# design 1

$ cat config.mk
export PLATFORM = sky130hd
export DESIGN_NAME = tone_meter
export DESIGN_NICKNAME = d
export VERILOG_FILES = /design/src/rtl/tone_meter.sv
export SDC_FILE = /design/constraint.sdc
export NUM_CORES = 1
export LEC_CHECK = 0
export ABC_AREA = 1
export CAP_MARGIN = 20
export CORE_MARGIN = 1.5
export CORE_UTILIZATION = 50
export CTS_CLUSTER_SIZE = 25
export DETAILED_ROUTE_END_ITERATION = 12
export PLACE_DENSITY = 0.78
export SYNTH_ARGS = -nofsm -noshare
export SYNTH_HDL_FRONTEND = slang
export SYNTH_SLANG_ARGS = --single-unit
$ cat constraint.sdc
create_clock -name clk -period 3.06 [get_ports clk]
set_clock_uncertainty 0.15 [all_clocks]
set_input_delay 0.765 -clock clk [delete_from_list [all_inputs] [get_ports clk]]
set_output_delay 0.765 -clock clk [all_outputs]
set_load 0.03 [all_outputs]
$ cat src/rtl/tone_meter.sv
// tone_meter: measures the period (in accepted samples) between consecutive
// rising hysteresis crossings of an audio stream, together with the peak
// magnitude seen over that period. A run that never completes a period within
// MAX_PERIOD samples raises a one-cycle timeout and restarts the search.
// Optional build macro TONE_METER_OFFSET_BIN_EN: din is offset binary
// (16'h8000 = zero) instead of two's complement.
module tone_meter #(
  parameter logic [15:0] HYST       = 16'd256,
  parameter logic [15:0] MAX_PERIOD = 16'd65535
) (
  input  logic        clk,
  input  logic        rst,
  input  logic [15:0] din,
  input  logic        din_valid,
  output logic [15:0] period,
  output logic [15:0] peak,
  output logic        meas_valid,
  output logic        timeout
);

  typedef enum logic [1:0] {
    SEEK_LOW  = 2'd0,
    SEEK_HIGH = 2'd1,
    RUN_LOW   = 2'd2,
    RUN_HIGH  = 2'd3
  } state_t;

  // Thresholds widened to 17 bits so -HYST and every 16-bit sample compare
  // without overflow.
  localparam logic signed [16:0] HYST_POS = {1'b0, HYST};
  localparam logic signed [16:0] HYST_NEG = -HYST_POS;

  // Magnitude of a signed 16-bit sample as an unsigned 16-bit value;
  // -32768 maps to 32768 with no saturation.
  function automatic logic [15:0] abs_mag(input logic signed [15:0] x);
    logic [15:0] ux;
    ux = x;
    abs_mag = x[15] ? (~ux + 16'd1) : ux;
  endfunction

  state_t             state_q, state_d;
  logic        [15:0] cnt_q, cnt_d;
  logic        [15:0] acc_q, acc_d;
  logic        [15:0] period_q, period_d;
  logic        [15:0] peak_q, peak_d;
  logic               meas_q, meas_d;
  logic               tmo_q, tmo_d;

  logic signed [15:0] samp;
  logic signed [16:0] samp17;
  logic        [15:0] mag;
  logic        [15:0] cnt_inc;
  logic        [15:0] acc_max;
  logic               lt_neg;
  logic               ge_pos;

  // Sample conditioning: optional offset-binary conversion, magnitude and
  // hysteresis comparisons.
  always_comb begin
`ifdef TONE_METER_OFFSET_BIN_EN
    samp = {~din[15], din[14:0]};
`else
    samp = din;
`endif
    samp17  = {samp[15], samp};
    mag     = abs_mag(samp);
    lt_neg  = (samp17 < HYST_NEG);
    ge_pos  = (samp17 >= HYST_POS);
    cnt_inc = cnt_q + 16'd1;
    acc_max = (mag > acc_q) ? mag : acc_q;
  end

  // Next-state logic: crossing detection, counting, peak tracking, timeout.
  always_comb begin
    state_d  = state_q;
    cnt_d    = cnt_q;
    acc_d    = acc_q;
    period_d = period_q;
    peak_d   = peak_q;
    meas_d   = 1'b0;
    tmo_d    = 1'b0;
    if (din_valid) begin
      case (state_q)
        SEEK_LOW: begin
          if (lt_neg) state_d = SEEK_HIGH;
        end
        SEEK_HIGH: begin
          // First rising crossing: start a fresh period.
          if (ge_pos) begin
            state_d = RUN_LOW;
            cnt_d   = 16'd1;
            acc_d   = mag;
          end
        end
        RUN_LOW, RUN_HIGH: begin
          if ((state_q == RUN_HIGH) && ge_pos) begin
            // Measured crossing; takes priority over a coincident timeout.
            state_d  = RUN_LOW;
            period_d = cnt_q;
            peak_d   = acc_q;
            meas_d   = 1'b1;
            cnt_d    = 16'd1;
            acc_d    = mag;
          end else if (cnt_inc == MAX_PERIOD) begin
            state_d = SEEK_LOW;
            tmo_d   = 1'b1;
            cnt_d   = 16'd0;
            acc_d   = 16'd0;
          end else begin
            cnt_d = cnt_inc;
            acc_d = acc_max;
            if ((state_q == RUN_LOW) && lt_neg) state_d = RUN_HIGH;
          end
        end
        default: state_d = SEEK_LOW;
      endcase
    end
  end

  // State and output registers with synchronous active-low reset.
  always_ff @(posedge clk) begin
    if (!rst) begin
      state_q  <= SEEK_LOW;
      cnt_q    <= 16'd0;
      acc_q    <= 16'd0;
      period_q <= 16'd0;
      peak_q   <= 16'd0;
      meas_q   <= 1'b0;
      tmo_q    <= 1'b0;
    end else begin
      state_q  <= state_d;
      cnt_q    <= cnt_d;
      acc_q    <= acc_d;
      period_q <= period_d;
      peak_q   <= peak_d;
      meas_q   <= meas_d;
      tmo_q    <= tmo_d;
    end
  end

  assign period     = period_q;
  assign peak       = peak_q;
  assign meas_valid = meas_q;
  assign timeout    = tmo_q;

endmodule
### Power grid, design 1

Pins as bars on the die edge. Tap cells in gray.
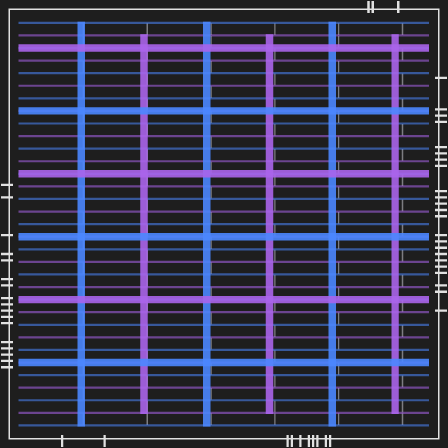
Key: blue = VSS; purple = VDD
33 met1 rails follow the rows. 53 signal pins sit on the boundary. The core has 32 rows.
die height: 92.5 µm
Core ar.: 0.00773 mm²
Chip Width: 92.5 µm
peak supply drop: 233 µV

### Routed clock nets over the placement, design 1

Bar = 20 µm.
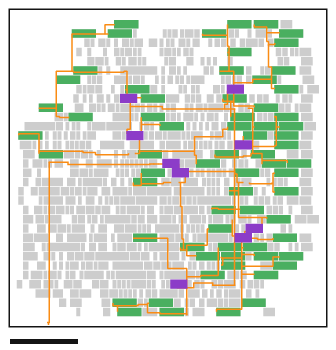
Key: orange = clock wires [length 853 µm]; purple = clock-net drivers [count 9]; green = flip-flops [count 68]
There are 10 routed clock nets.
Insertion Delay late pin: 350 ps
Clock Power: 0.749 mW
Clk pwr share: 31.7%

==> out/results.ini <==
[min_path]
min-delay-start=peak[6]

[drt]
dr.first_iter.drc_count=508
wl_met2_um=5590

[yosys]
top_area_cell=dfxtp_1
ys_seq_share_pct=34.0
flop_cell=dfxtp_1
synthSimpleGateAreaFrac_pct=31.7
synthAdderAreaFrac_pct=5.93
ys_sh_aoi_pct=13.3
ys_sh_mux_pct=0
yosysTopAreaCellShare_pct=34.0

[final_timing]
holdWs_ps=294
min_period_ps=3180
finalSetupViolCount=16
fin_ws_ps=-124
period_used_pct=104

[run_status]
outcome=finished, violations left
violations=negative setup slack

[place]
place_area_mm2=0.00489

[clock_network]
clk_pin_slew_ps=80

[cells_and_area]
filler_cell_count=574
drive_gt1_share_pct=22.1
layout_top_cells=nand2_1, inv_1, dfxtp_1
fin_area_mm2=0.00554

[power]
switchingPower_mw=0.777
internal_power_mw=1.59
power_leader=sequential cells

[worst_setup_path]
cp-end-kind=register
ff2ff_setup_slack_ps=300
cpMaxStageDelayCell=a21oi_1

[global_routing]
grtUsageTotal_pct=26.1
antenna_found_initial=0

[floorplanning]
rows=32

### Clock routing, design 1

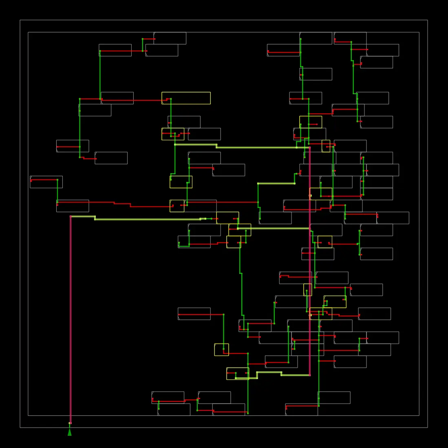
CTS Sinks: 68
CLK BUF: 9
CTS buffer count: 9

[worst register-to-register path: stages, from the launching register on]
cell     delay (ps)
dfxtp_1         450
ha_1            260
nand3_2         140
nor2_4          220
nand2_1          80
nand2_1         110
nand3_1         150
nor2_4          200
nand3_4         250
nand3_4         220
nand2_8         100
buf_16          150
nor2_1          130
nor2_1           70
[cell type report]
cell class / instances / share of cell area, %
Timing Repair Buffer: 108 / 17.8
Sequential cell: 68 / 24.6
Clock inverter: 7 / 1.35
Tap cell: 102 / 2.30
Clock buffer: 9 / 2.23
Multi-Input combinational cell: 412 / 44.7
Inverter: 103 / 7.06

# design 2

### Clock routing, design 2

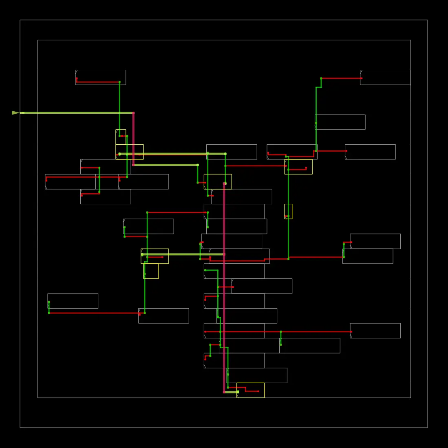
### Placement by cell class, design 2

Bar = 20 µm.
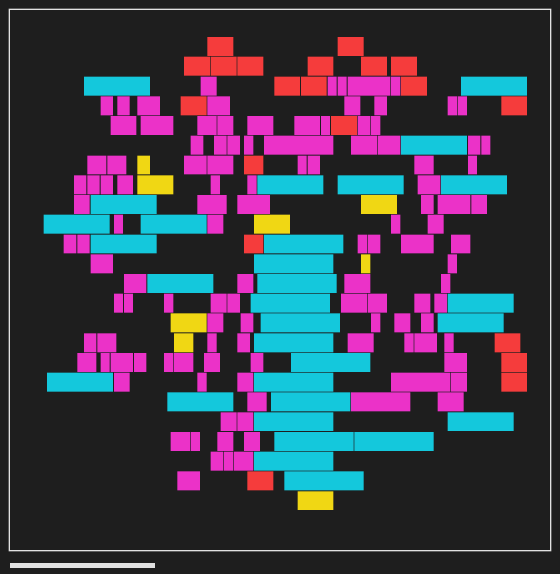
## config.mk

```make
export PLATFORM = sky130hd
export DESIGN_NAME = line_buffer_fifo
export DESIGN_NICKNAME = d
export VERILOG_FILES = /design/src/rtl/line_buffer_fifo.sv
export SDC_FILE = /design/constraint.sdc
export NUM_CORES = 1
export LEC_CHECK = 0
export ABC_AREA = 0
export CAP_MARGIN = 20
export CELL_PAD_IN_SITES_DETAIL_PLACEMENT = 0
export CELL_PAD_IN_SITES_GLOBAL_PLACEMENT = 2
export CORE_MARGIN = 3
export CORE_UTILIZATION = 36
export CTS_CLUSTER_SIZE = 30
export DETAILED_ROUTE_END_ITERATION = 16
export PLACE_DENSITY = 0.75
export SLEW_MARGIN = 20
export SYNTH_ARGS = -nofsm -noshare
export SYNTH_HDL_FRONTEND = slang
export SYNTH_SLANG_ARGS = --single-unit
```

## constraint.sdc

```tcl
create_clock -name clk -period 3.3 [get_ports clk]
set_input_delay 0.33 -clock clk [delete_from_list [all_inputs] [get_ports clk]]
set_output_delay 0.33 -clock clk [all_outputs]
set_load 0.01 [all_outputs]
```

## src/rtl/line_buffer_fifo.sv

```systemverilog
// Line buffer with two behaviours: a normal FIFO (mode=0) and a fixed-length
// delay line (mode=1) that pops its oldest word whenever a write lands while full.
module line_buffer_fifo #(
    parameter int DATA_W   = 1,
    parameter int DEPTH    = 14,
    parameter int AF_LEVEL = DEPTH - 2,
    parameter int CNT_W    = $clog2(DEPTH + 1)
) (
    input  logic              clk,
    input  logic              rst,
    input  logic              en,
    input  logic              clr,
    input  logic              mode,
    input  logic              wr,
    input  logic              rd,
    input  logic [DATA_W-1:0] data_in,
    output logic [DATA_W-1:0] data_out,
    output logic              out_valid,
    output logic              empty,
    output logic              full,
    output logic              almost_full,
    output logic [CNT_W-1:0]  count,
    output logic              overflow,
    output logic              underflow
);

    localparam int PTR_W = (DEPTH > 1) ? $clog2(DEPTH) : 1;

    logic [DATA_W-1:0] mem [DEPTH];
    logic [PTR_W-1:0]  wr_ptr;
    logic [PTR_W-1:0]  rd_ptr;

    logic wr_req;
    logic rd_req;
    logic rd_acc;
    logic do_wr;
    logic do_rd;
    logic ovf_set;
    logic udf_set;

    function automatic logic [PTR_W-1:0] bump(input logic [PTR_W-1:0] p);
        return (p == PTR_W'(DEPTH - 1)) ? '0 : p + 1'b1;
    endfunction

    assign empty       = (count == '0);
    assign full        = (count == CNT_W'(DEPTH));
    assign almost_full = (count >= CNT_W'(AF_LEVEL));

    // In delay-line mode a write while full is a simultaneous push and pop;
    // rd is ignored entirely, so a delay-line write can never be rejected.
    always_comb begin
        wr_req  = en & wr;
        rd_req  = en & rd & ~mode;
        rd_acc  = rd_req & ~empty;
        do_rd   = mode ? (wr_req & full) : rd_acc;
        do_wr   = mode ? wr_req : (wr_req & (~full | rd_acc));
        ovf_set = ~mode & wr_req & ~do_wr;
        udf_set = rd_req & empty;
    end

    always_ff @(posedge clk or negedge rst) begin
        if (!rst) begin
            wr_ptr    <= '0;
            rd_ptr    <= '0;
            count     <= '0;
            data_out  <= '0;
            out_valid <= 1'b0;
            overflow  <= 1'b0;
            underflow <= 1'b0;
        end else if (clr) begin
            wr_ptr    <= '0;
            rd_ptr    <= '0;
            count     <= '0;
            out_valid <= 1'b0;
            overflow  <= 1'b0;
            underflow <= 1'b0;
        end else begin
            out_valid <= do_rd;
            if (do_wr) begin
                wr_ptr <= bump(wr_ptr);
            end
            if (do_rd) begin
                rd_ptr   <= bump(rd_ptr);
                data_out <= mem[rd_ptr];
            end
            case ({do_wr, do_rd})
                2'b10:   count <= count + 1'b1;
                2'b01:   count <= count - 1'b1;
                default: count <= count;
            endcase
            overflow  <= overflow | ovf_set;
            underflow <= underflow | udf_set;
        end
    end

    // Storage is deliberately left out of reset; reading it before a write is
    // prevented by count, not by its contents.
    always_ff @(posedge clk) begin
        if (do_wr && !clr) begin
            mem[wr_ptr] <= data_in;
        end
    end

endmodule

```

==> out/results.ini <==
[yosys]
synth_flop_count=30
synth_warnings=0
synthSimpleGateAreaFrac_pct=18.9
synth_top_cell_by_count=dfrtp_1

[power]
swShare_pct=25.3
power_leader=sequential cells
clkPwrFrac_pct=37.0

[worst_setup_path]
critPathMaxFanout=8
setup.worst_path.start=count[1]

[run_status]
outcome=finished clean

[global_routing]
grt_pass1_vias=1128

[cells_and_area]
logic_gates=110

[drt]
via_per_inst=5.52
drt-met1-wl_um=1700

[clock_network]
ctsResizeCount=0

[place]
place_inst=219

[final_timing]
skew_ps=7.35

About 'Clock routing' of design 2:
Clock Power: 0.288 mW
CLK BUF: 5

About 'Placement by cell class' of design 2:
Key: magenta = remaining logic cells [cells 117, share of their area 42%]; red = remaining buffers and delay cells [cells 20, share of their area 10%]; cyan = registers [cells 30, share of their area 43%]; yellow = clock drivers and dummy loads [cells 8, share of their area 4.5%]
Core ar.: 0.00444 mm²
Non-Filler Cell Area, Final: 0.00196 mm²
final core occ: 44.1%
Site Rows: 24

state kept, by name, summed over array words and instances (netlist names):
register and flops:
mem 14, count 4, rd_ptr 4, wr_ptr 4, data_out 1, out_valid 1, overflow 1, underflow 1
cell usage in the layout, fill, tap and decap left out, types with 3 or more instances in the layout:
cell type and n:
nand2b_1 3, nor2_1 9, o21ai_0 5, inv_1 7, clkbuf_8 5, nor2b_1 3
edfxtp_1 14, a21oi_1 11, nor4_1 5, nand2_1 14, nor3_1 5, dfrtp_1 16
nand3_1 4, a21o_1 4, mux2i_1 4, or4_1 3, a31oi_1 3, clkdlybuf4s50_1 18
ha_1 4

# design 3

### Power grid, design 3

Pins as bars on the die edge. Tap cells in gray.
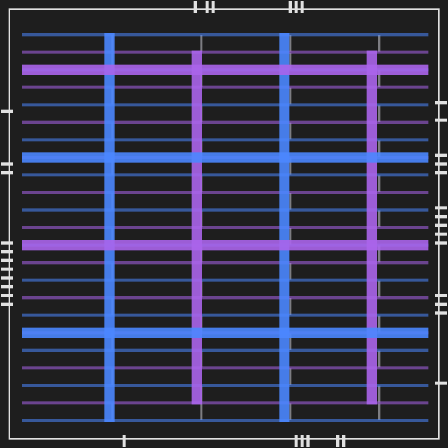
### Placement by cell class, design 3

Bar = 20 µm.
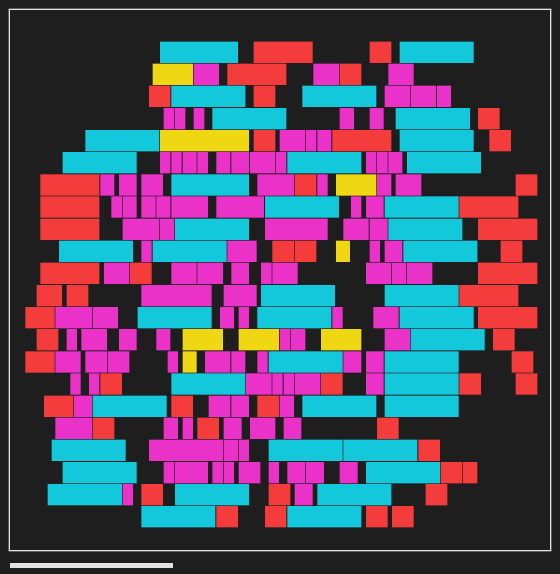
===== src/rtl/fft_frame_read_scheduler.sv =====
// fft_frame_read_scheduler: drains queued FFT ping-pong buffers as paced FRAME_LEN-beat read bursts
// Ports: clk, rst_n (async active-low); enable gates new frames; frame_ready buffer-full pulse;
//   dn_ready downstream accepts a beat; clr_err clears overflow; rd_en/rd_addr registered read beat;
//   frame_start/frame_done frame strobes; busy = not idle; pending_cnt queued frames (0..2);
//   overflow sticky dropped-frame flag; frame_cnt completed frames (wraps).
module fft_frame_read_scheduler #(
    parameter int FRAME_LEN  = 256,
    parameter int ADDR_W     = 8,
    parameter int GAP_CYCLES = 4,
    parameter int CNT_W      = 16
) (
    input  logic              clk,
    input  logic              rst_n,
    input  logic              enable,
    input  logic              frame_ready,
    input  logic              dn_ready,
    input  logic              clr_err,
    output logic              rd_en,
    output logic [ADDR_W-1:0] rd_addr,
    output logic              frame_start,
    output logic              frame_done,
    output logic              busy,
    output logic [1:0]        pending_cnt,
    output logic              overflow,
    output logic [CNT_W-1:0]  frame_cnt
);
    localparam int GAP_W = GAP_CYCLES > 1 ? $clog2(GAP_CYCLES) : 1;
    localparam logic [ADDR_W-1:0] LAST_BEAT = ADDR_W'(FRAME_LEN - 1);
    localparam logic [GAP_W-1:0] LAST_GAP = GAP_W'(GAP_CYCLES > 0 ? GAP_CYCLES - 1 : 0);
    typedef enum logic [1:0] {IDLE, READ, GAP} state_t;
    state_t state;
    logic [ADDR_W-1:0] beat;
    logic [GAP_W-1:0] gap;
    logic [2:0] occ;
    logic inc, dec, drop;
    // a frame being read still holds one of the two buffers
    always_comb begin
        occ  = {1'b0, pending_cnt} + {2'b0, state == READ};
        drop = frame_ready && occ >= 3'd2;
        inc  = frame_ready && !drop;
        dec  = state == IDLE && enable && pending_cnt != 2'd0;
    end
    assign busy = state != IDLE;
    always_ff @(posedge clk or negedge rst_n) begin
        if (!rst_n) begin
            state       <= IDLE;
            beat        <= '0;
            gap         <= '0;
            rd_en       <= 1'b0;
            rd_addr     <= '0;
            frame_start <= 1'b0;
            frame_done  <= 1'b0;
            pending_cnt <= 2'd0;
            overflow    <= 1'b0;
            frame_cnt   <= '0;
        end else begin
            rd_en       <= 1'b0;
            rd_addr     <= '0;
            frame_start <= 1'b0;
            frame_done  <= 1'b0;
            pending_cnt <= pending_cnt + 2'(inc) - 2'(dec);
            overflow    <= drop || (overflow && !clr_err);
            if (dec) begin
                state       <= READ;
                frame_start <= 1'b1;
                beat        <= '0;
            end else if (state == READ && dn_ready) begin
                rd_en   <= 1'b1;
                rd_addr <= beat;
                beat    <= beat + 1'b1;
                if (beat == LAST_BEAT) begin
                    frame_done <= 1'b1;
                    frame_cnt  <= frame_cnt + 1'b1;
                    gap        <= '0;
                    state      <= GAP_CYCLES == 0 ? IDLE : GAP;
                end
            end else if (state == GAP) begin
                gap <= gap + 1'b1;
                if (gap == LAST_GAP) state <= IDLE;
            end
        end
    end
endmodule

===== config.mk =====
export PLATFORM = sky130hd
export DESIGN_NAME = fft_frame_read_scheduler
export DESIGN_NICKNAME = d
export VERILOG_FILES = /design/src/rtl/fft_frame_read_scheduler.sv
export SDC_FILE = /design/constraint.sdc
export NUM_CORES = 1
export LEC_CHECK = 0
export CORE_MARGIN = 1.5
export CORE_UTILIZATION = 45
export CTS_CLUSTER_DIAMETER = 30
export DETAILED_ROUTE_END_ITERATION = 8
export PLACE_DENSITY = 0.76
export SLEW_MARGIN = 20
export SYNTH_ARGS = -nofsm -noshare
export SYNTH_HDL_FRONTEND = slang
export SYNTH_SLANG_ARGS = --single-unit

===== constraint.sdc =====
create_clock -name clk -period 1.75 [get_ports clk]
set_input_delay 0.4375 -clock clk [delete_from_list [all_inputs] [get_ports clk]]
set_output_delay 0.4375 -clock clk [all_outputs]
set_load 0.05 [all_outputs]

==> out/results.ini <==
[run_status]
outcome=finished clean

[worst_setup_path]
start_kind=register
rr_endpoint=frame_cnt[2]
slowest_delay_ps=470
ff2ff_setup_slack_ps=100
worstRegToRegCells=6
r2r-start=beat[1]
arrival_ps=1810

[global_routing]
grtUsageTotal_pct=19.7

[cells_and_area]
logic_area_um2=737
filler_cell_count=279
clkbuf_count=5
fin_util_pct=67.4
dominant_cells=registers
area_growth_pct=40.5
clockNetworkAreaShare_pct=4.29
layout_top_cell=dfrtp_1
seqCellArea_mm2=0.00105
drive_gt1_share_pct=31.6
logic_gates=104

[drt]
drcViolationCount=0

[yosys]
yosys-stat-cells=158
syn_area_mm2=0.00181
synthAdderAreaFrac_pct=2.77
synth_top_cell_by_count=dfrtp_1
topCellsByArea=dfrtp_1, xnor2_1, nand3_1, nand2_1, ha_1
topCombFamilyByArea=simple AND/OR/NAND/NOR gates

[flow_run]
tool_warnings=27

[min_path]
worstHoldPathType=input pin to asynchronous set/reset pin

[place]
place_area_mm2=0.00240

[power]
ir_drop_uv=989
seq_cell_power_mw=1.30
comb_power_mw=1.19

[final_timing]
min_period_ps=1650
finalMaxSlewViolations=0
relSlewSlack_pct=70.8
period_used_pct=94.0
fin_ws_ps=104

[clock_network]
ctsResizeCount=2

## Picture notes: 'Power grid' of design 3
Key: blue = VSS; purple = VDD
37 signal pins sit on the boundary. 4 straps on met4.

## Picture notes: 'Placement by cell class' of design 3
Key: yellow = clock drivers and dummy loads [cells 8, share of their area 4.4%]; red = remaining buffers and delay cells [cells 52, share of their area 22%]; magenta = remaining logic cells [cells 113, share of their area 31%]; cyan = registers [cells 42, share of their area 42%]

-- per-layer routing --
metal  vias up  part of all wire (%)  routed length (µm)  GRT usage [%]
met5         -                     0                   0              0
met4         0                  0.94                  35           7.65
met3         4                   5.2                 195           4.94
met2        45                    53                1990           35.0
met1       657                    41                1520           22.5
li1        639                     -                   -              -
-- registers in the layout (all words and copies together), names as in the netlist --
register	cells
pending_cnt	2
gap	2
frame_cnt	16
rd_addr	8
rd_en	1
beat	8
state	2
overflow	1
frame_done	1
frame_start	1

# design 4

[src/rtl/lsu_pkg.sv]
// Shared types and constants for the load/store unit.
package lsu_pkg;

    localparam int unsigned XLEN                = 32;
    localparam int unsigned STRB_W              = XLEN / 8;
    localparam int unsigned LSU_DEFAULT_TIMEOUT = 255;

    // Load encodings
    localparam logic [2:0] F3_LB  = 3'b000;
    localparam logic [2:0] F3_LH  = 3'b001;
    localparam logic [2:0] F3_LW  = 3'b010;
    localparam logic [2:0] F3_LBU = 3'b100;
    localparam logic [2:0] F3_LHU = 3'b101;

    // Store encodings
    localparam logic [2:0] F3_SB  = 3'b000;
    localparam logic [2:0] F3_SH  = 3'b001;
    localparam logic [2:0] F3_SW  = 3'b010;

    typedef enum logic [1:0] {
        S_IDLE = 2'd0,
        S_REQ  = 2'd1,
        S_WAIT = 2'd2,
        S_DONE = 2'd3
    } lsu_state_e;

endpackage

[src/rtl/lsu_align.sv]
// Combinational byte-lane logic: load extraction/extension, store strobes and
// lane replication, and the misalignment check.
module lsu_align
    import lsu_pkg::*;
(
    input  logic [1:0]        addr_lo,
    input  logic [2:0]        funct3,
    input  logic [XLEN-1:0]   wdata,
    input  logic [XLEN-1:0]   bus_rdata,
    output logic [XLEN-1:0]   load_data,
    output logic [STRB_W-1:0] wstrb,
    output logic [XLEN-1:0]   wdata_lane,
    output logic              misaligned
);

    logic [7:0]  byte_sel;
    logic [15:0] half_sel;

    // Pick the addressed byte and halfword out of the raw bus word.
    always_comb begin
        byte_sel = bus_rdata[7:0];
        case (addr_lo)
            2'd1:    byte_sel = bus_rdata[15:8];
            2'd2:    byte_sel = bus_rdata[23:16];
            2'd3:    byte_sel = bus_rdata[31:24];
            default: byte_sel = bus_rdata[7:0];
        endcase
        half_sel = addr_lo[1] ? bus_rdata[31:16] : bus_rdata[15:0];
    end

    // Sign- or zero-extend the selected field.
    always_comb begin
        load_data = bus_rdata;
        case (funct3)
            F3_LB:   load_data = {{24{byte_sel[7]}}, byte_sel};
            F3_LBU:  load_data = {24'd0, byte_sel};
            F3_LH:   load_data = {{16{half_sel[15]}}, half_sel};
            F3_LHU:  load_data = {16'd0, half_sel};
            default: load_data = bus_rdata;
        endcase
    end

    // Store strobes and per-lane replicated write data.
    always_comb begin
        wstrb      = 4'b1111;
        wdata_lane = wdata;
        case (funct3)
            F3_SB: begin
                wstrb      = 4'b0001 << addr_lo;
                wdata_lane = {4{wdata[7:0]}};
            end
            F3_SH: begin
                wstrb      = 4'b0011 << addr_lo;
                wdata_lane = {2{wdata[15:0]}};
            end
            default: begin
                wstrb      = 4'b1111;
                wdata_lane = wdata;
            end
        endcase
    end

    // Halfwords must be 2-byte aligned, words 4-byte aligned.
    always_comb begin
        misaligned = 1'b0;
        if (funct3 == F3_LH || funct3 == F3_LHU) begin
            misaligned = addr_lo[0];
        end else if (funct3 == F3_LW || funct3 == F3_SW) begin
            misaligned = |addr_lo;
        end
    end

endmodule

[src/rtl/load_store_unit.sv]
// Memory-stage load/store engine on a single-outstanding word bus.
// Optional bus watchdog enabled by defining LSU_TIMEOUT_EN.
module load_store_unit
    import lsu_pkg::*;
#(
    parameter int unsigned TIMEOUT_CYCLES = LSU_DEFAULT_TIMEOUT
)(
    input  logic              clk,
    input  logic              rst,
    input  logic              mem_read,
    input  logic              mem_write,
    input  logic [2:0]        funct3,
    input  logic [XLEN-1:0]   addr,
    input  logic [XLEN-1:0]   wdata,
    output logic [XLEN-1:0]   rdata,
    output logic              valid,
    output logic              misaligned,
    output logic              bus_err,
    output logic              bus_req,
    output logic              bus_we,
    output logic [XLEN-1:0]   bus_addr,
    output logic [STRB_W-1:0] bus_wstrb,
    output logic [XLEN-1:0]   bus_wdata,
    input  logic              bus_gnt,
    input  logic              bus_rvalid,
    input  logic [XLEN-1:0]   bus_rdata
);

    lsu_state_e        state, state_d;
    logic [1:0]        ofs_q, ofs_d;
    logic [2:0]        f3_q, f3_d;

    logic [XLEN-1:0]   rdata_d;
    logic              valid_d, mis_d, err_d, req_d, we_d;
    logic [XLEN-1:0]   bus_addr_d, bus_wdata_d;
    logic [STRB_W-1:0] bus_wstrb_d;

    logic [1:0]        al_ofs;
    logic [2:0]        al_f3;
    logic [XLEN-1:0]   al_load, al_wdata;
    logic [STRB_W-1:0] al_wstrb;
    logic              al_mis;
    logic              timeout_c;

    // In IDLE the aligner sees the live request; afterwards the latched access.
    assign al_ofs = (state == S_IDLE) ? addr[1:0] : ofs_q;
    assign al_f3  = (state == S_IDLE) ? funct3    : f3_q;

    lsu_align u_align (
        .addr_lo    (al_ofs),
        .funct3     (al_f3),
        .wdata      (wdata),
        .bus_rdata  (bus_rdata),
        .load_data  (al_load),
        .wstrb      (al_wstrb),
        .wdata_lane (al_wdata),
        .misaligned (al_mis)
    );

`ifdef LSU_TIMEOUT_EN
    localparam int unsigned CNT_W = ($clog2(TIMEOUT_CYCLES + 1) > 8) ?
                                    $clog2(TIMEOUT_CYCLES + 1) : 8;
    logic [CNT_W-1:0] tmo_cnt;

    // Age of the current bus access; zero outside REQ/WAIT so it restarts on REQ entry.
    always_ff @(posedge clk) begin
        if (rst || (state != S_REQ && state != S_WAIT)) begin
            tmo_cnt <= '0;
        end else begin
            tmo_cnt <= tmo_cnt + CNT_W'(1);
        end
    end

    assign timeout_c = (state == S_REQ || state == S_WAIT) &&
                       (tmo_cnt == CNT_W'(TIMEOUT_CYCLES - 1));
`else
    logic [31:0] unused_timeout;
    assign unused_timeout = 32'(TIMEOUT_CYCLES);
    assign timeout_c      = 1'b0;
`endif

    // Next-state and next-output decode.
    always_comb begin
        state_d     = state;
        ofs_d       = ofs_q;
        f3_d        = f3_q;
        rdata_d     = rdata;
        valid_d     = 1'b0;
        mis_d       = 1'b0;
        err_d       = 1'b0;
        req_d       = bus_req;
        we_d        = bus_we;
        bus_addr_d  = bus_addr;
        bus_wstrb_d = bus_wstrb;
        bus_wdata_d = bus_wdata;

        case (state)
            S_IDLE: begin
                if (mem_read || mem_write) begin
                    ofs_d = addr[1:0];
                    f3_d  = funct3;
                    if (al_mis) begin
                        state_d = S_DONE;
                        valid_d = 1'b1;
                        mis_d   = 1'b1;
                        rdata_d = '0;
                    end else begin
                        state_d     = S_REQ;
                        req_d       = 1'b1;
                        we_d        = ~mem_read;
                        bus_addr_d  = {addr[XLEN-1:2], 2'b00};
                        bus_wstrb_d = mem_read ? '0 : al_wstrb;
                        bus_wdata_d = al_wdata;
                    end
                end
            end
            S_REQ: begin
                if (bus_gnt) begin
                    req_d = 1'b0;
                    if (bus_we) begin
                        state_d = S_DONE;
                        valid_d = 1'b1;
                        rdata_d = '0;
                    end else begin
                        state_d = S_WAIT;
                    end
                end else if (timeout_c) begin
                    req_d   = 1'b0;
                    state_d = S_DONE;
                    valid_d = 1'b1;
                    err_d   = 1'b1;
                    rdata_d = '0;
                end
            end
            S_WAIT: begin
                if (bus_rvalid) begin
                    state_d = S_DONE;
                    valid_d = 1'b1;
                    rdata_d = al_load;
                end else if (timeout_c) begin
                    state_d = S_DONE;
                    valid_d = 1'b1;
                    err_d   = 1'b1;
                    rdata_d = '0;
                end
            end
            S_DONE: begin
                state_d = S_IDLE;
            end
            default: begin
                state_d = S_IDLE;
            end
        endcase
    end

    // State and output registers.
    always_ff @(posedge clk) begin
        if (rst) begin
            state      <= S_IDLE;
            ofs_q      <= '0;
            f3_q       <= '0;
            rdata      <= '0;
            valid      <= 1'b0;
            misaligned <= 1'b0;
            bus_err    <= 1'b0;
            bus_req    <= 1'b0;
            bus_we     <= 1'b0;
            bus_addr   <= '0;
            bus_wstrb  <= '0;
            bus_wdata  <= '0;
        end else begin
            state      <= state_d;
            ofs_q      <= ofs_d;
            f3_q       <= f3_d;
            rdata      <= rdata_d;
            valid      <= valid_d;
            misaligned <= mis_d;
            bus_err    <= err_d;
            bus_req    <= req_d;
            bus_we     <= we_d;
            bus_addr   <= bus_addr_d;
            bus_wstrb  <= bus_wstrb_d;
            bus_wdata  <= bus_wdata_d;
        end
    end

endmodule

[config.mk]
export PLATFORM = sky130hd
export DESIGN_NAME = load_store_unit
export DESIGN_NICKNAME = d
export VERILOG_FILES = /design/src/rtl/lsu_pkg.sv /design/src/rtl/lsu_align.sv /design/src/rtl/load_store_unit.sv
export SDC_FILE = /design/constraint.sdc
export NUM_CORES = 1
export LEC_CHECK = 0
export CAP_MARGIN = 20
export CORE_MARGIN = 10
export CORE_UTILIZATION = 44
export CTS_CLUSTER_SIZE = 40
export DETAILED_ROUTE_END_ITERATION = 7
export PLACE_DENSITY = 0.81
export SYNTH_ARGS = -nofsm -noshare
export SYNTH_HDL_FRONTEND = slang
export SYNTH_HIERARCHICAL = 1
export SYNTH_SLANG_ARGS = --single-unit
[constraint.sdc]
create_clock -name clk -period 4.2 [get_ports clk]
set_input_delay 1.05 -clock clk [delete_from_list [all_inputs] [get_ports clk]]
set_output_delay 1.05 -clock clk [all_outputs]
set_load 0.005 [all_outputs]
### Power grid, design 4

Pins as bars on the die edge. Tap cells in gray.
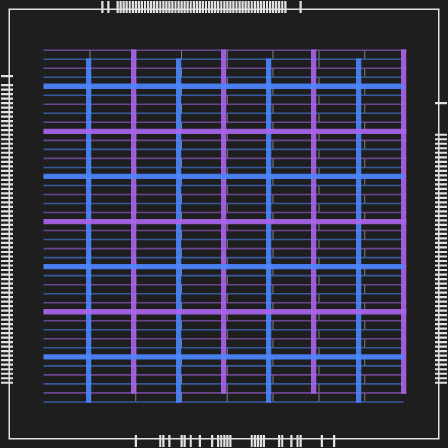
Key: blue = VSS; purple = VDD
210 signal pins sit on the boundary. 40 met1 rails follow the rows. 8 straps on met4.

### Routed clock nets over the placement, design 4

Bar = 50 µm.
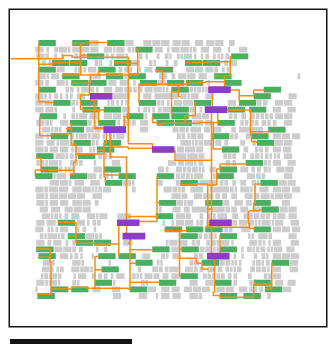
Key: purple = clock-net drivers [count 9]; orange = clock wires [length 1,310 µm]; green = flip-flops [count 109]
There are 10 routed clock nets.
Clk pwr share: 17.8%
Insertion Delay late pin: 350 ps
Clock Power: 0.859 mW

==> out/results.ini <==
[yosys]
ys_sh_mux_pct=9.35
ys_sh_aoi_pct=20.1
top_area_cell=dfxtp_1
yosys-top-cells-count=nand2_1, dfxtp_1, a21oi_1
syn_area_mm2=0.00524
synth_warnings=6
flop_cell=dfxtp_1
synth_cell_types=42

[global_routing]
antenna_found_initial=0
grtUsageTotal_pct=21.3

[place]
place_area_mm2=0.00725
place_inst=957
portBuffers=206
dp_hpwl_um=13400

[floorplanning]
fp_util_pct=45.5
die_x_um=129
num_io_pins=210

[clock_network]
cts_root_buf=clkbuf_16
clockBufferDepth=2

[drt]
drcViolationCount=0
via_per_inst=5.61
wl_per_cell_um=19.0
first_pass_iters=6

[worst_setup_path]
cp.depth=9
rr_endpoint=rdata[27]
crit_chain=clkdlybuf4s50_1, mux2_1, nand2_1, o21ai_0, inv_2, a221oi_2, buf_4, nand4_1, a21oi_1

[cells_and_area]
fin_area_mm2=0.00760
layout_top_cell=clkdlybuf4s50_1
area_growth_pct=45.3
reg_top3=bus_wdata (32), rdata (32), bus_addr (30)
fin_util_pct=66.0

[final_timing]
holdWs_ps=454
worstMarginPinSlew_ps=759
fmax_mhz=281
fin_ws_ps=639
finalSetupViolCount=0

[flow_run]
max_cap_violations=0

[run_status]
outcome=finished clean

[power]
cellPowerDensity_mw_per_mm2=634
ir_drop_uv=306

### Clock routing, design 4

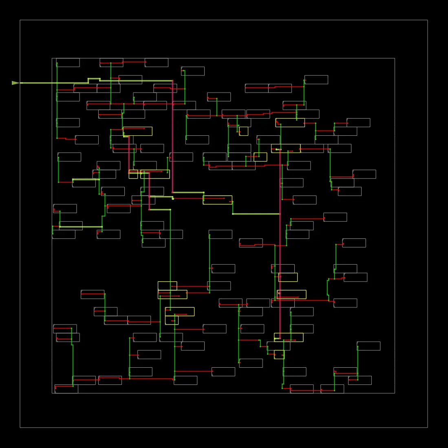
CLK BUF: 9
flop count: 109

## per-layer routing
metal  wire [µm]  share of wire, %  track usage [%]
met1        6960                38             23.7
met2        8920                48             35.5
met3        2120                11             9.01
met4         529               2.9             8.09
met5           0                 0                0
## final cells by class
class	count	share of cell area (%)
Sequential cell	109	28.7
Timing Repair Buffer	218	29.1
Clock inverter	7	1.04
Inverter	4	0.197
Clock buffer	9	2.96
Tap cell	143	2.35
Multi-Input combinational cell	485	35.6
## power breakdown
group,internal [mW],total (mW),switching [mW]
registers,1.31,1.47,0.158
logic,1.12,2.49,1.38
clock network,0.424,0.859,0.435
total,2.85,4.82,1.97

# design 5

$ cat config.mk
export PLATFORM = sky130hd
export DESIGN_NAME = serial_add_sub
export DESIGN_NICKNAME = d
export VERILOG_FILES = /design/src/rtl/serial_add_sub.sv
export SDC_FILE = /design/constraint.sdc
export NUM_CORES = 1
export LEC_CHECK = 0
export CAP_MARGIN = 20
export CORE_ASPECT_RATIO = 0.9
export CORE_MARGIN = 2
export CORE_UTILIZATION = 42
export CTS_CLUSTER_DIAMETER = 200
export DETAILED_ROUTE_END_ITERATION = 8
export GPL_TIMING_DRIVEN = 0
export MAX_ROUTING_LAYER = met4
export PLACE_DENSITY = 0.72
export SYNTH_ARGS = -nofsm -noshare
export SYNTH_HDL_FRONTEND = slang
export SYNTH_SLANG_ARGS = --single-unit
$ cat constraint.sdc
create_clock -name clk -period 13.05 [get_ports clk]
set_input_delay 3.915 -clock clk [delete_from_list [all_inputs] [get_ports clk]]
set_output_delay 3.915 -clock clk [all_outputs]
set_load 0.02 [all_outputs]
$ cat src/rtl/serial_add_sub.sv
// rtl/serial_add_sub.sv - slice-serial add/subtract unit with NZCV flags and carry-in
module serial_add_sub #(
  parameter int WIDTH = 64,
  parameter int SLICE = 16
) (
  input  logic             clk,
  input  logic             reset,
  input  logic             start,
  input  logic [1:0]       op,
  input  logic             cin,
  input  logic [WIDTH-1:0] a,
  input  logic [WIDTH-1:0] b,
  output logic [WIDTH-1:0] result,
  output logic             negative,
  output logic             zero,
  output logic             carry,
  output logic             overflow,
  output logic             busy,
  output logic             done
);
  localparam int NSLICE = WIDTH / SLICE;
  localparam int KW = (NSLICE > 1) ? $clog2(NSLICE) : 1;
  localparam logic [KW-1:0] K_LAST = KW'(NSLICE - 1);

  typedef enum logic {IDLE, RUN} state_t;

  state_t           state_q, state_d;
  logic [WIDTH-1:0] a_q, a_d, b_q, b_d, sum_q, sum_d, result_q, result_d;
  logic [KW-1:0]    k_q, k_d;
  logic             carry_reg_q, carry_reg_d, zacc_q, zacc_d;
  logic             n_q, n_d, z_q, z_d, c_q, c_d, v_q, v_d;
  logic             busy_q, busy_d, done_q, done_d;

  logic [SLICE-1:0] a_sl, b_sl;
  logic [SLICE:0]   slice_full;
  logic             slice_zero, carry_into_msb;

  always_comb begin
    // Operands shift right so the active slice always sits in the low bits;
    // b is stored already inverted for SUB/SBC.
    a_sl           = a_q[SLICE-1:0];
    b_sl           = b_q[SLICE-1:0];
    slice_full     = {1'b0, a_sl} + {1'b0, b_sl} + (SLICE+1)'(carry_reg_q);
    slice_zero     = (slice_full[SLICE-1:0] == '0);
    carry_into_msb = slice_full[SLICE-1] ^ a_sl[SLICE-1] ^ b_sl[SLICE-1];

    state_d     = state_q;
    a_d         = a_q;
    b_d         = b_q;
    sum_d       = sum_q;
    result_d    = result_q;
    k_d         = k_q;
    carry_reg_d = carry_reg_q;
    zacc_d      = zacc_q;
    n_d         = n_q;
    z_d         = z_q;
    c_d         = c_q;
    v_d         = v_q;
    busy_d      = busy_q;
    done_d      = 1'b0;

    case (state_q)
      IDLE: begin
        if (start) begin
          state_d     = RUN;
          a_d         = a;
          b_d         = op[0] ? ~b : b;
          carry_reg_d = op[1] ? cin : op[0];
          k_d         = '0;
          zacc_d      = 1'b1;
          busy_d      = 1'b1;
        end
      end
      RUN: begin
        a_d         = a_q >> SLICE;
        b_d         = b_q >> SLICE;
        sum_d       = (sum_q >> SLICE) | (WIDTH'(slice_full[SLICE-1:0]) << (WIDTH - SLICE));
        carry_reg_d = slice_full[SLICE];
        zacc_d      = zacc_q & slice_zero;
        k_d         = k_q + 1'b1;
        if (k_q == K_LAST) begin
          state_d  = IDLE;
          busy_d   = 1'b0;
          done_d   = 1'b1;
          result_d = sum_d;
          n_d      = slice_full[SLICE-1];
          z_d      = zacc_q & slice_zero;
          c_d      = slice_full[SLICE];
          v_d      = carry_into_msb ^ slice_full[SLICE];
        end
      end
      default: state_d = IDLE;
    endcase
  end

  always_ff @(posedge clk or posedge reset) begin
    if (reset) begin
      state_q     <= IDLE;
      a_q         <= '0;
      b_q         <= '0;
      sum_q       <= '0;
      result_q    <= '0;
      k_q         <= '0;
      carry_reg_q <= 1'b0;
      zacc_q      <= 1'b0;
      n_q         <= 1'b0;
      z_q         <= 1'b0;
      c_q         <= 1'b0;
      v_q         <= 1'b0;
      busy_q      <= 1'b0;
      done_q      <= 1'b0;
    end else begin
      state_q     <= state_d;
      a_q         <= a_d;
      b_q         <= b_d;
      sum_q       <= sum_d;
      result_q    <= result_d;
      k_q         <= k_d;
      carry_reg_q <= carry_reg_d;
      zacc_q      <= zacc_d;
      n_q         <= n_d;
      z_q         <= z_d;
      c_q         <= c_d;
      v_q         <= v_d;
      busy_q      <= busy_d;
      done_q      <= done_d;
    end
  end

  assign result   = result_q;
  assign negative = n_q;
  assign zero     = z_q;
  assign carry    = c_q;
  assign overflow = v_q;
  assign busy     = busy_q;
  assign done     = done_q;
endmodule

==> out/results.ini <==
[run_status]
outcome=finished clean

[clock_network]
cts.sinks=250
cts_made_buffers=27

[worst_setup_path]
rr_endpoint=zero
cp-end-kind=primary output
criticalPathCategory=register to primary output
slowest_delay_ps=580
setup.worst_path.start=result[63]

[cells_and_area]
diodes=0
fin_area_mm2=0.0149
filler_cell_count=2341
area_growth_pct=30.0

[final_timing]
finalMaxSlewViolations=0
period_used_pct=42.4
min_period_ps=5530
relSlewSlack_pct=46.5

[floorplanning]
num_io_pins=204
rows=57
die_h_um=161
die-area_mm2=0.0287

[drt]
wl_met2_um=14400
via_count=8693
wl_per_cell_um=18.6
drt-met1-wl_um=13800
via_per_inst=5.25
drcViolationCount=0
dr.first_iter.drc_count=625

[power]
leakage_nw=6.54
power_leader=combinational logic
switchingPower_mw=1.27
seq_cell_power_mw=1.32
p_clk_mw=0.800
swShare_pct=36.1

[yosys]
topCellsByArea=dfrtp_1, mux2_2, o21ai_0, mux2i_1, xnor2_1
synth_cell_types=44
flop_cell=dfrtp_1
synth_warnings=0

[global_routing]
grtUsageTotal_pct=22.5
gr-usage-met1_pct=31.3

[min_path]
worstHoldPathType=register to register
min-delay-start=result[43]

-- final cells by class --
type	instances	area, µm²	area share [%]
Buffer	70	267	1.79
Clock buffer	41	808	5.42
Clock inverter	4	120	0.805
Inverter	9	41.3	0.277
Multi-Input combinational cell	724	4920	33.0
Sequential cell	250	6260	41.9
Tap cell	354	443	2.97
Timing Repair Buffer	203	2070	13.9
-- flip-flops by register name (all words and copies together), names as in the netlist --
signal,cells
a_q,64
b_q,64
busy,1
carry,1
carry_reg_q,1
done,1
k_q,2
overflow,1
result,64
state_q,1
sum_q,48
zacc_q,1
zero,1
### Placement by cell class, design 5

Bar = 50 µm.
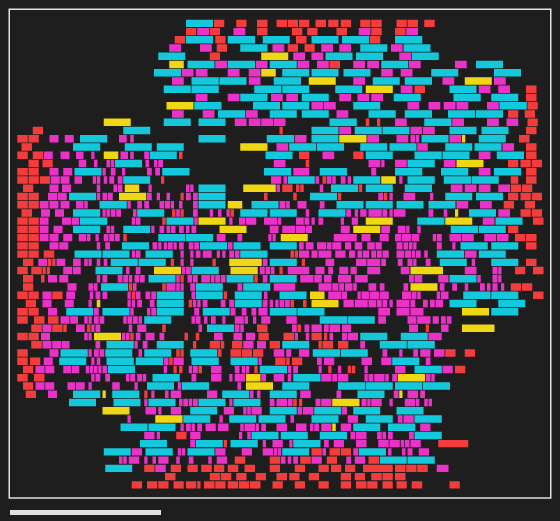
Key: red = remaining buffers and delay cells [cells 273, share of their area 16%]; cyan = registers [cells 250, share of their area 43%]; magenta = remaining logic cells [cells 733, share of their area 34%]; yellow = clock drivers and dummy loads [cells 45, share of their area 6.4%]


# design 6

### Power grid, design 6

Pins as bars on the die edge. Tap cells in gray.
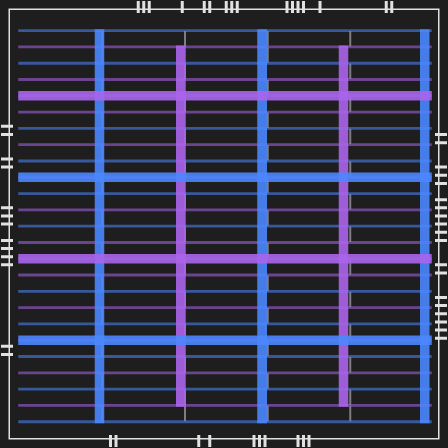
### Clock routing, design 6

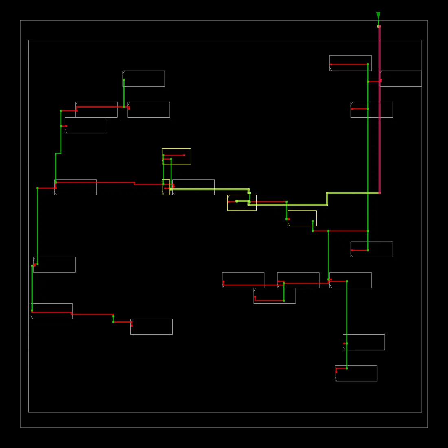
<file path="src/rtl/lf_adder_pipe.sv">
// Pipelined Ladner-Fischer prefix adder with an optional OR-approximated low segment.
// An exact sum is computed alongside the delivered one to flag approximation error.
module lf_adder_pipe #(
  parameter int unsigned N           = 16,
  parameter int unsigned K           = 4,
  parameter int unsigned PIPE_STAGES = 1
) (
  input  logic         clk,
  input  logic         rst,
  input  logic         in_valid,
  output logic         in_ready,
  input  logic [N-1:0] a,
  input  logic [N-1:0] b,
  input  logic         cin,
  input  logic         approx_en,
  output logic         out_valid,
  input  logic         out_ready,
  output logic [N-1:0] sum,
  output logic         cout,
  output logic         out_diff
);

  localparam int unsigned L  = $clog2(N);
  localparam int unsigned S  = (L + 1) / 2;
  localparam int unsigned IW = L;
  localparam logic [N-1:0] LoMask = N'((64'd1 << K) - 64'd1);

  // One sparse-tree level: nodes with bit lvl set absorb the top of the preceding block.
  function automatic logic [2*N-1:0] lf_level(input logic [N-1:0] g, input logic [N-1:0] p,
                                              input int unsigned lvl);
    logic [N-1:0]  go;
    logic [N-1:0]  po;
    logic [IW-1:0] j;
    go = g;
    po = p;
    for (int unsigned i = 0; i < N; i++) begin
      if (((i >> lvl) & 1) != 0) begin
        j     = IW'(((i >> lvl) << lvl) - 1);
        go[i] = g[i] | (p[i] & g[j]);
        po[i] = p[i] & p[j];
      end
    end
    return {go, po};
  endfunction

  logic adv;
  logic out_valid_q;
  logic [N-1:0] sum_q;
  logic cout_q;
  logic diff_q;

  assign adv       = out_ready | ~out_valid_q;
  assign in_ready  = adv & ~rst;
  assign out_valid = out_valid_q;
  assign sum       = sum_q;
  assign cout      = cout_q;
  assign out_diff  = diff_q;

  // Front half: pre-processing and the first S prefix levels for both trees.
  logic [N-1:0] p_a, or_a, ge_a, pe_a, gd_a, pd_a;

  always_comb begin
    p_a  = a ^ b;
    or_a = a | b;
    ge_a = a & b;
    pe_a = p_a;
    gd_a = a & b;
    pd_a = p_a;
    // Approx tree: the low segment only contributes g[K-1] as the carry seed.
    if (approx_en) begin
      gd_a = gd_a & ~(LoMask >> 1);
      pd_a = pd_a & ~LoMask;
    end
    for (int unsigned l = 0; l < S; l++) begin
      {ge_a, pe_a} = lf_level(ge_a, pe_a, l);
      {gd_a, pd_a} = lf_level(gd_a, pd_a, l);
    end
  end

  logic         valid_b, ap_b, cin_b;
  logic [N-1:0] p_b, or_b, ge_b, pe_b, gd_b, pd_b;

  if (PIPE_STAGES == 2) begin : g_mid
    logic         valid_q, ap_q, cin_q;
    logic [N-1:0] p_q, or_q, ge_q, pe_q, gd_q, pd_q;

    always_ff @(posedge clk) begin
      if (rst) begin
        valid_q <= 1'b0;
        ap_q    <= 1'b0;
        cin_q   <= 1'b0;
        p_q     <= '0;
        or_q    <= '0;
        ge_q    <= '0;
        pe_q    <= '0;
        gd_q    <= '0;
        pd_q    <= '0;
      end else if (adv) begin
        valid_q <= in_valid;
        if (in_valid) begin
          ap_q  <= approx_en;
          cin_q <= cin;
          p_q   <= p_a;
          or_q  <= or_a;
          ge_q  <= ge_a;
          pe_q  <= pe_a;
          gd_q  <= gd_a;
          pd_q  <= pd_a;
        end
      end
    end

    assign valid_b = valid_q;
    assign ap_b    = ap_q;
    assign cin_b   = cin_q;
    assign p_b     = p_q;
    assign or_b    = or_q;
    assign ge_b    = ge_q;
    assign pe_b    = pe_q;
    assign gd_b    = gd_q;
    assign pd_b    = pd_q;
  end else begin : g_nomid
    assign valid_b = in_valid;
    assign ap_b    = approx_en;
    assign cin_b   = cin;
    assign p_b     = p_a;
    assign or_b    = or_a;
    assign ge_b    = ge_a;
    assign pe_b    = pe_a;
    assign gd_b    = gd_a;
    assign pd_b    = pd_a;
  end

  // Back half: remaining levels, carries, sums and the mismatch flag.
  logic [N-1:0] ge_c, pe_c, gd_c, pd_c, sum_e, sum_d;
  logic [N:0]   c_e, c_d;
  logic         diff_d;

  always_comb begin
    ge_c = ge_b;
    pe_c = pe_b;
    gd_c = gd_b;
    pd_c = pd_b;
    for (int unsigned l = S; l < L; l++) begin
      {ge_c, pe_c} = lf_level(ge_c, pe_c, l);
      {gd_c, pd_c} = lf_level(gd_c, pd_c, l);
    end
    c_e   = {ge_c | (pe_c & {N{cin_b}}), cin_b};
    c_d   = {gd_c | (pd_c & {N{cin_b}}), cin_b};
    sum_e = p_b ^ c_e[N-1:0];
    sum_d = p_b ^ c_d[N-1:0];
    if (ap_b) begin
      sum_d = (sum_d & ~LoMask) | (or_b & LoMask);
    end
    diff_d = ({c_d[N], sum_d} != {c_e[N], sum_e});
  end

  always_ff @(posedge clk) begin
    if (rst) begin
      out_valid_q <= 1'b0;
      sum_q       <= '0;
      cout_q      <= 1'b0;
      diff_q      <= 1'b0;
    end else if (adv) begin
      out_valid_q <= valid_b;
      if (valid_b) begin
        sum_q  <= sum_d;
        cout_q <= c_d[N];
        diff_q <= diff_d;
      end
    end
  end

endmodule

</file>
<file path="config.mk">
export PLATFORM = sky130hd
export DESIGN_NAME = lf_adder_pipe
export DESIGN_NICKNAME = d
export VERILOG_FILES = /design/src/rtl/lf_adder_pipe.sv
export SDC_FILE = /design/constraint.sdc
export NUM_CORES = 1
export LEC_CHECK = 0
export ABC_AREA = 1
export CAP_MARGIN = 20
export CORE_UTILIZATION = 37
export CTS_BUF_LIST = sky130_fd_sc_hd__clkbuf_8
export DETAILED_ROUTE_END_ITERATION = 8
export PLACE_DENSITY_LB_ADDON = 0.12
export SLEW_MARGIN = 25
export SYNTH_ARGS = -nofsm -noshare
export SYNTH_HDL_FRONTEND = slang
export SYNTH_SLANG_ARGS = --single-unit
</file>
<file path="constraint.sdc">
create_clock -name clk -period 1.6 [get_ports clk]
set_input_delay 0.32 -clock clk [delete_from_list [all_inputs] [get_ports clk]]
set_output_delay 0.32 -clock clk [all_outputs]
set_load 0.01 [all_outputs]
</file>
==> out/results.ini <==
[yosys]
ys_sh_xor_pct=2.95
ys_seq_share_pct=21.3
yosysTopAreaCellShare_pct=21.3
yosys-top-cells-count=nand2_1, inv_1, nor2_1
topCellsByArea=dfxtp_1, ha_1, nand2_1, inv_1, a21oi_1
syn_area_mm2=0.00178
syn_nets=329

[place]
portBuffers=57
dp_hpwl_um=3720

[final_timing]
min_period_ps=1510
fmax_mhz=660
fin_ws_ps=85.2

[worst_setup_path]
arrival_ps=1190
critPathMaxFanout=2
cp-end-kind=primary output
criticalPathCategory=input pin to primary output

[run_status]
outcome=finished clean

[global_routing]
antenna_found_initial=0
grt_overflow=0
grt_max_degree=15

[power]
switchingPower_mw=0.663
swShare_pct=36.0
power_leader=combinational logic
clkPwrFrac_pct=18.7
seq_cell_power_mw=0.542

[clock_network]
clk_pin_slew_ps=80
cts_max_level=1

[cells_and_area]
fin_util_pct=68.3
dominant_cells=multi-input combinational cells
clkbuf_count=3
diodes=0

[min_path]
hold_end=sum[9]
worstHoldPathCells=2

[floorplanning]
n_tap_cell=52
num_io_pins=58
die_x_um=71.4

## Picture notes: 'Power grid' of design 6
Key: blue = VSS; purple = VDD
4 straps on met5. 25 met1 rails follow the rows. The core has 24 rows. 58 signal pins sit on the boundary.

## Picture notes: 'Clock routing' of design 6
CTS Sinks: 19
Insertion Delay late pin: 260 ps
Layout Skew: 3.20 ps

==> flip-flops by register name, indices dropped and copies added, names as in the netlist <==
register and flops:
out_valid 1, cout 1, sum 16, out_diff 1
==> worst max-delay path, stage by stage <==
cell and delay [ps]:
clkdlybuf4s50_1 450, inv_1 50, a21oi_1 100, dlygate4sd2_1 270
==> per-layer routing <==
layer  global-route usage (%)  vias up  part of all wire [%]
met5                        0        -                     0
met4                     4.89        0                   1.0
met3                     3.80        4                   5.0
met2                     37.6       53                    47
met1                     26.8      940                    47
li1                         -     1084                     -


==> gallery <==
Routed clock nets over the placement.
image #1
Bar = 20 µm.
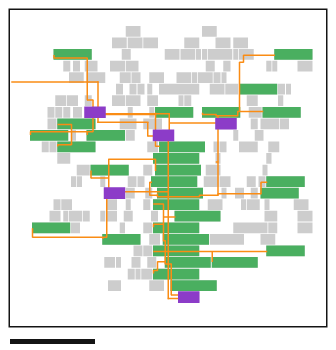
image #2
Bar = 50 µm.
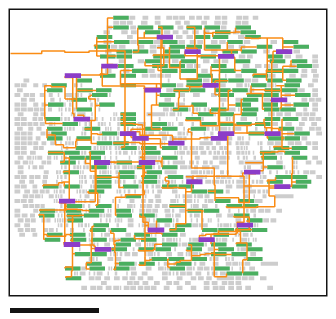
image #3
Bar = 20 µm.
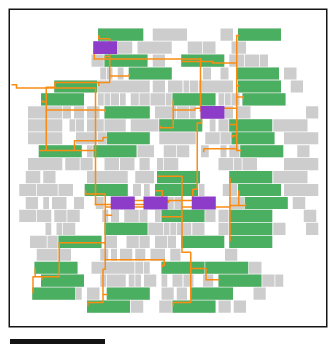
image #4
Bar = 20 µm.
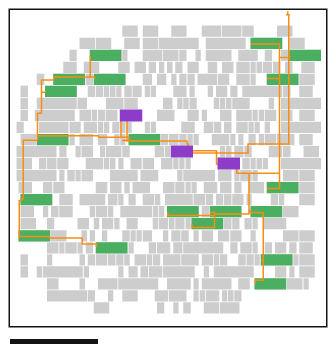
| from | picture |
|---|---|
| design 2 | image #1 |
| design 6 | image #4 |
| design 3 | image #3 |
| design 5 | image #2 |

Key to image #2:
Key: green = flip-flops [count 250]; purple = clock-net drivers [count 27]; orange = clock wires [length 3,050 µm]
Position of the flops: spread over the die.

No activity file was given, so power comes from the tool's default toggle rates.
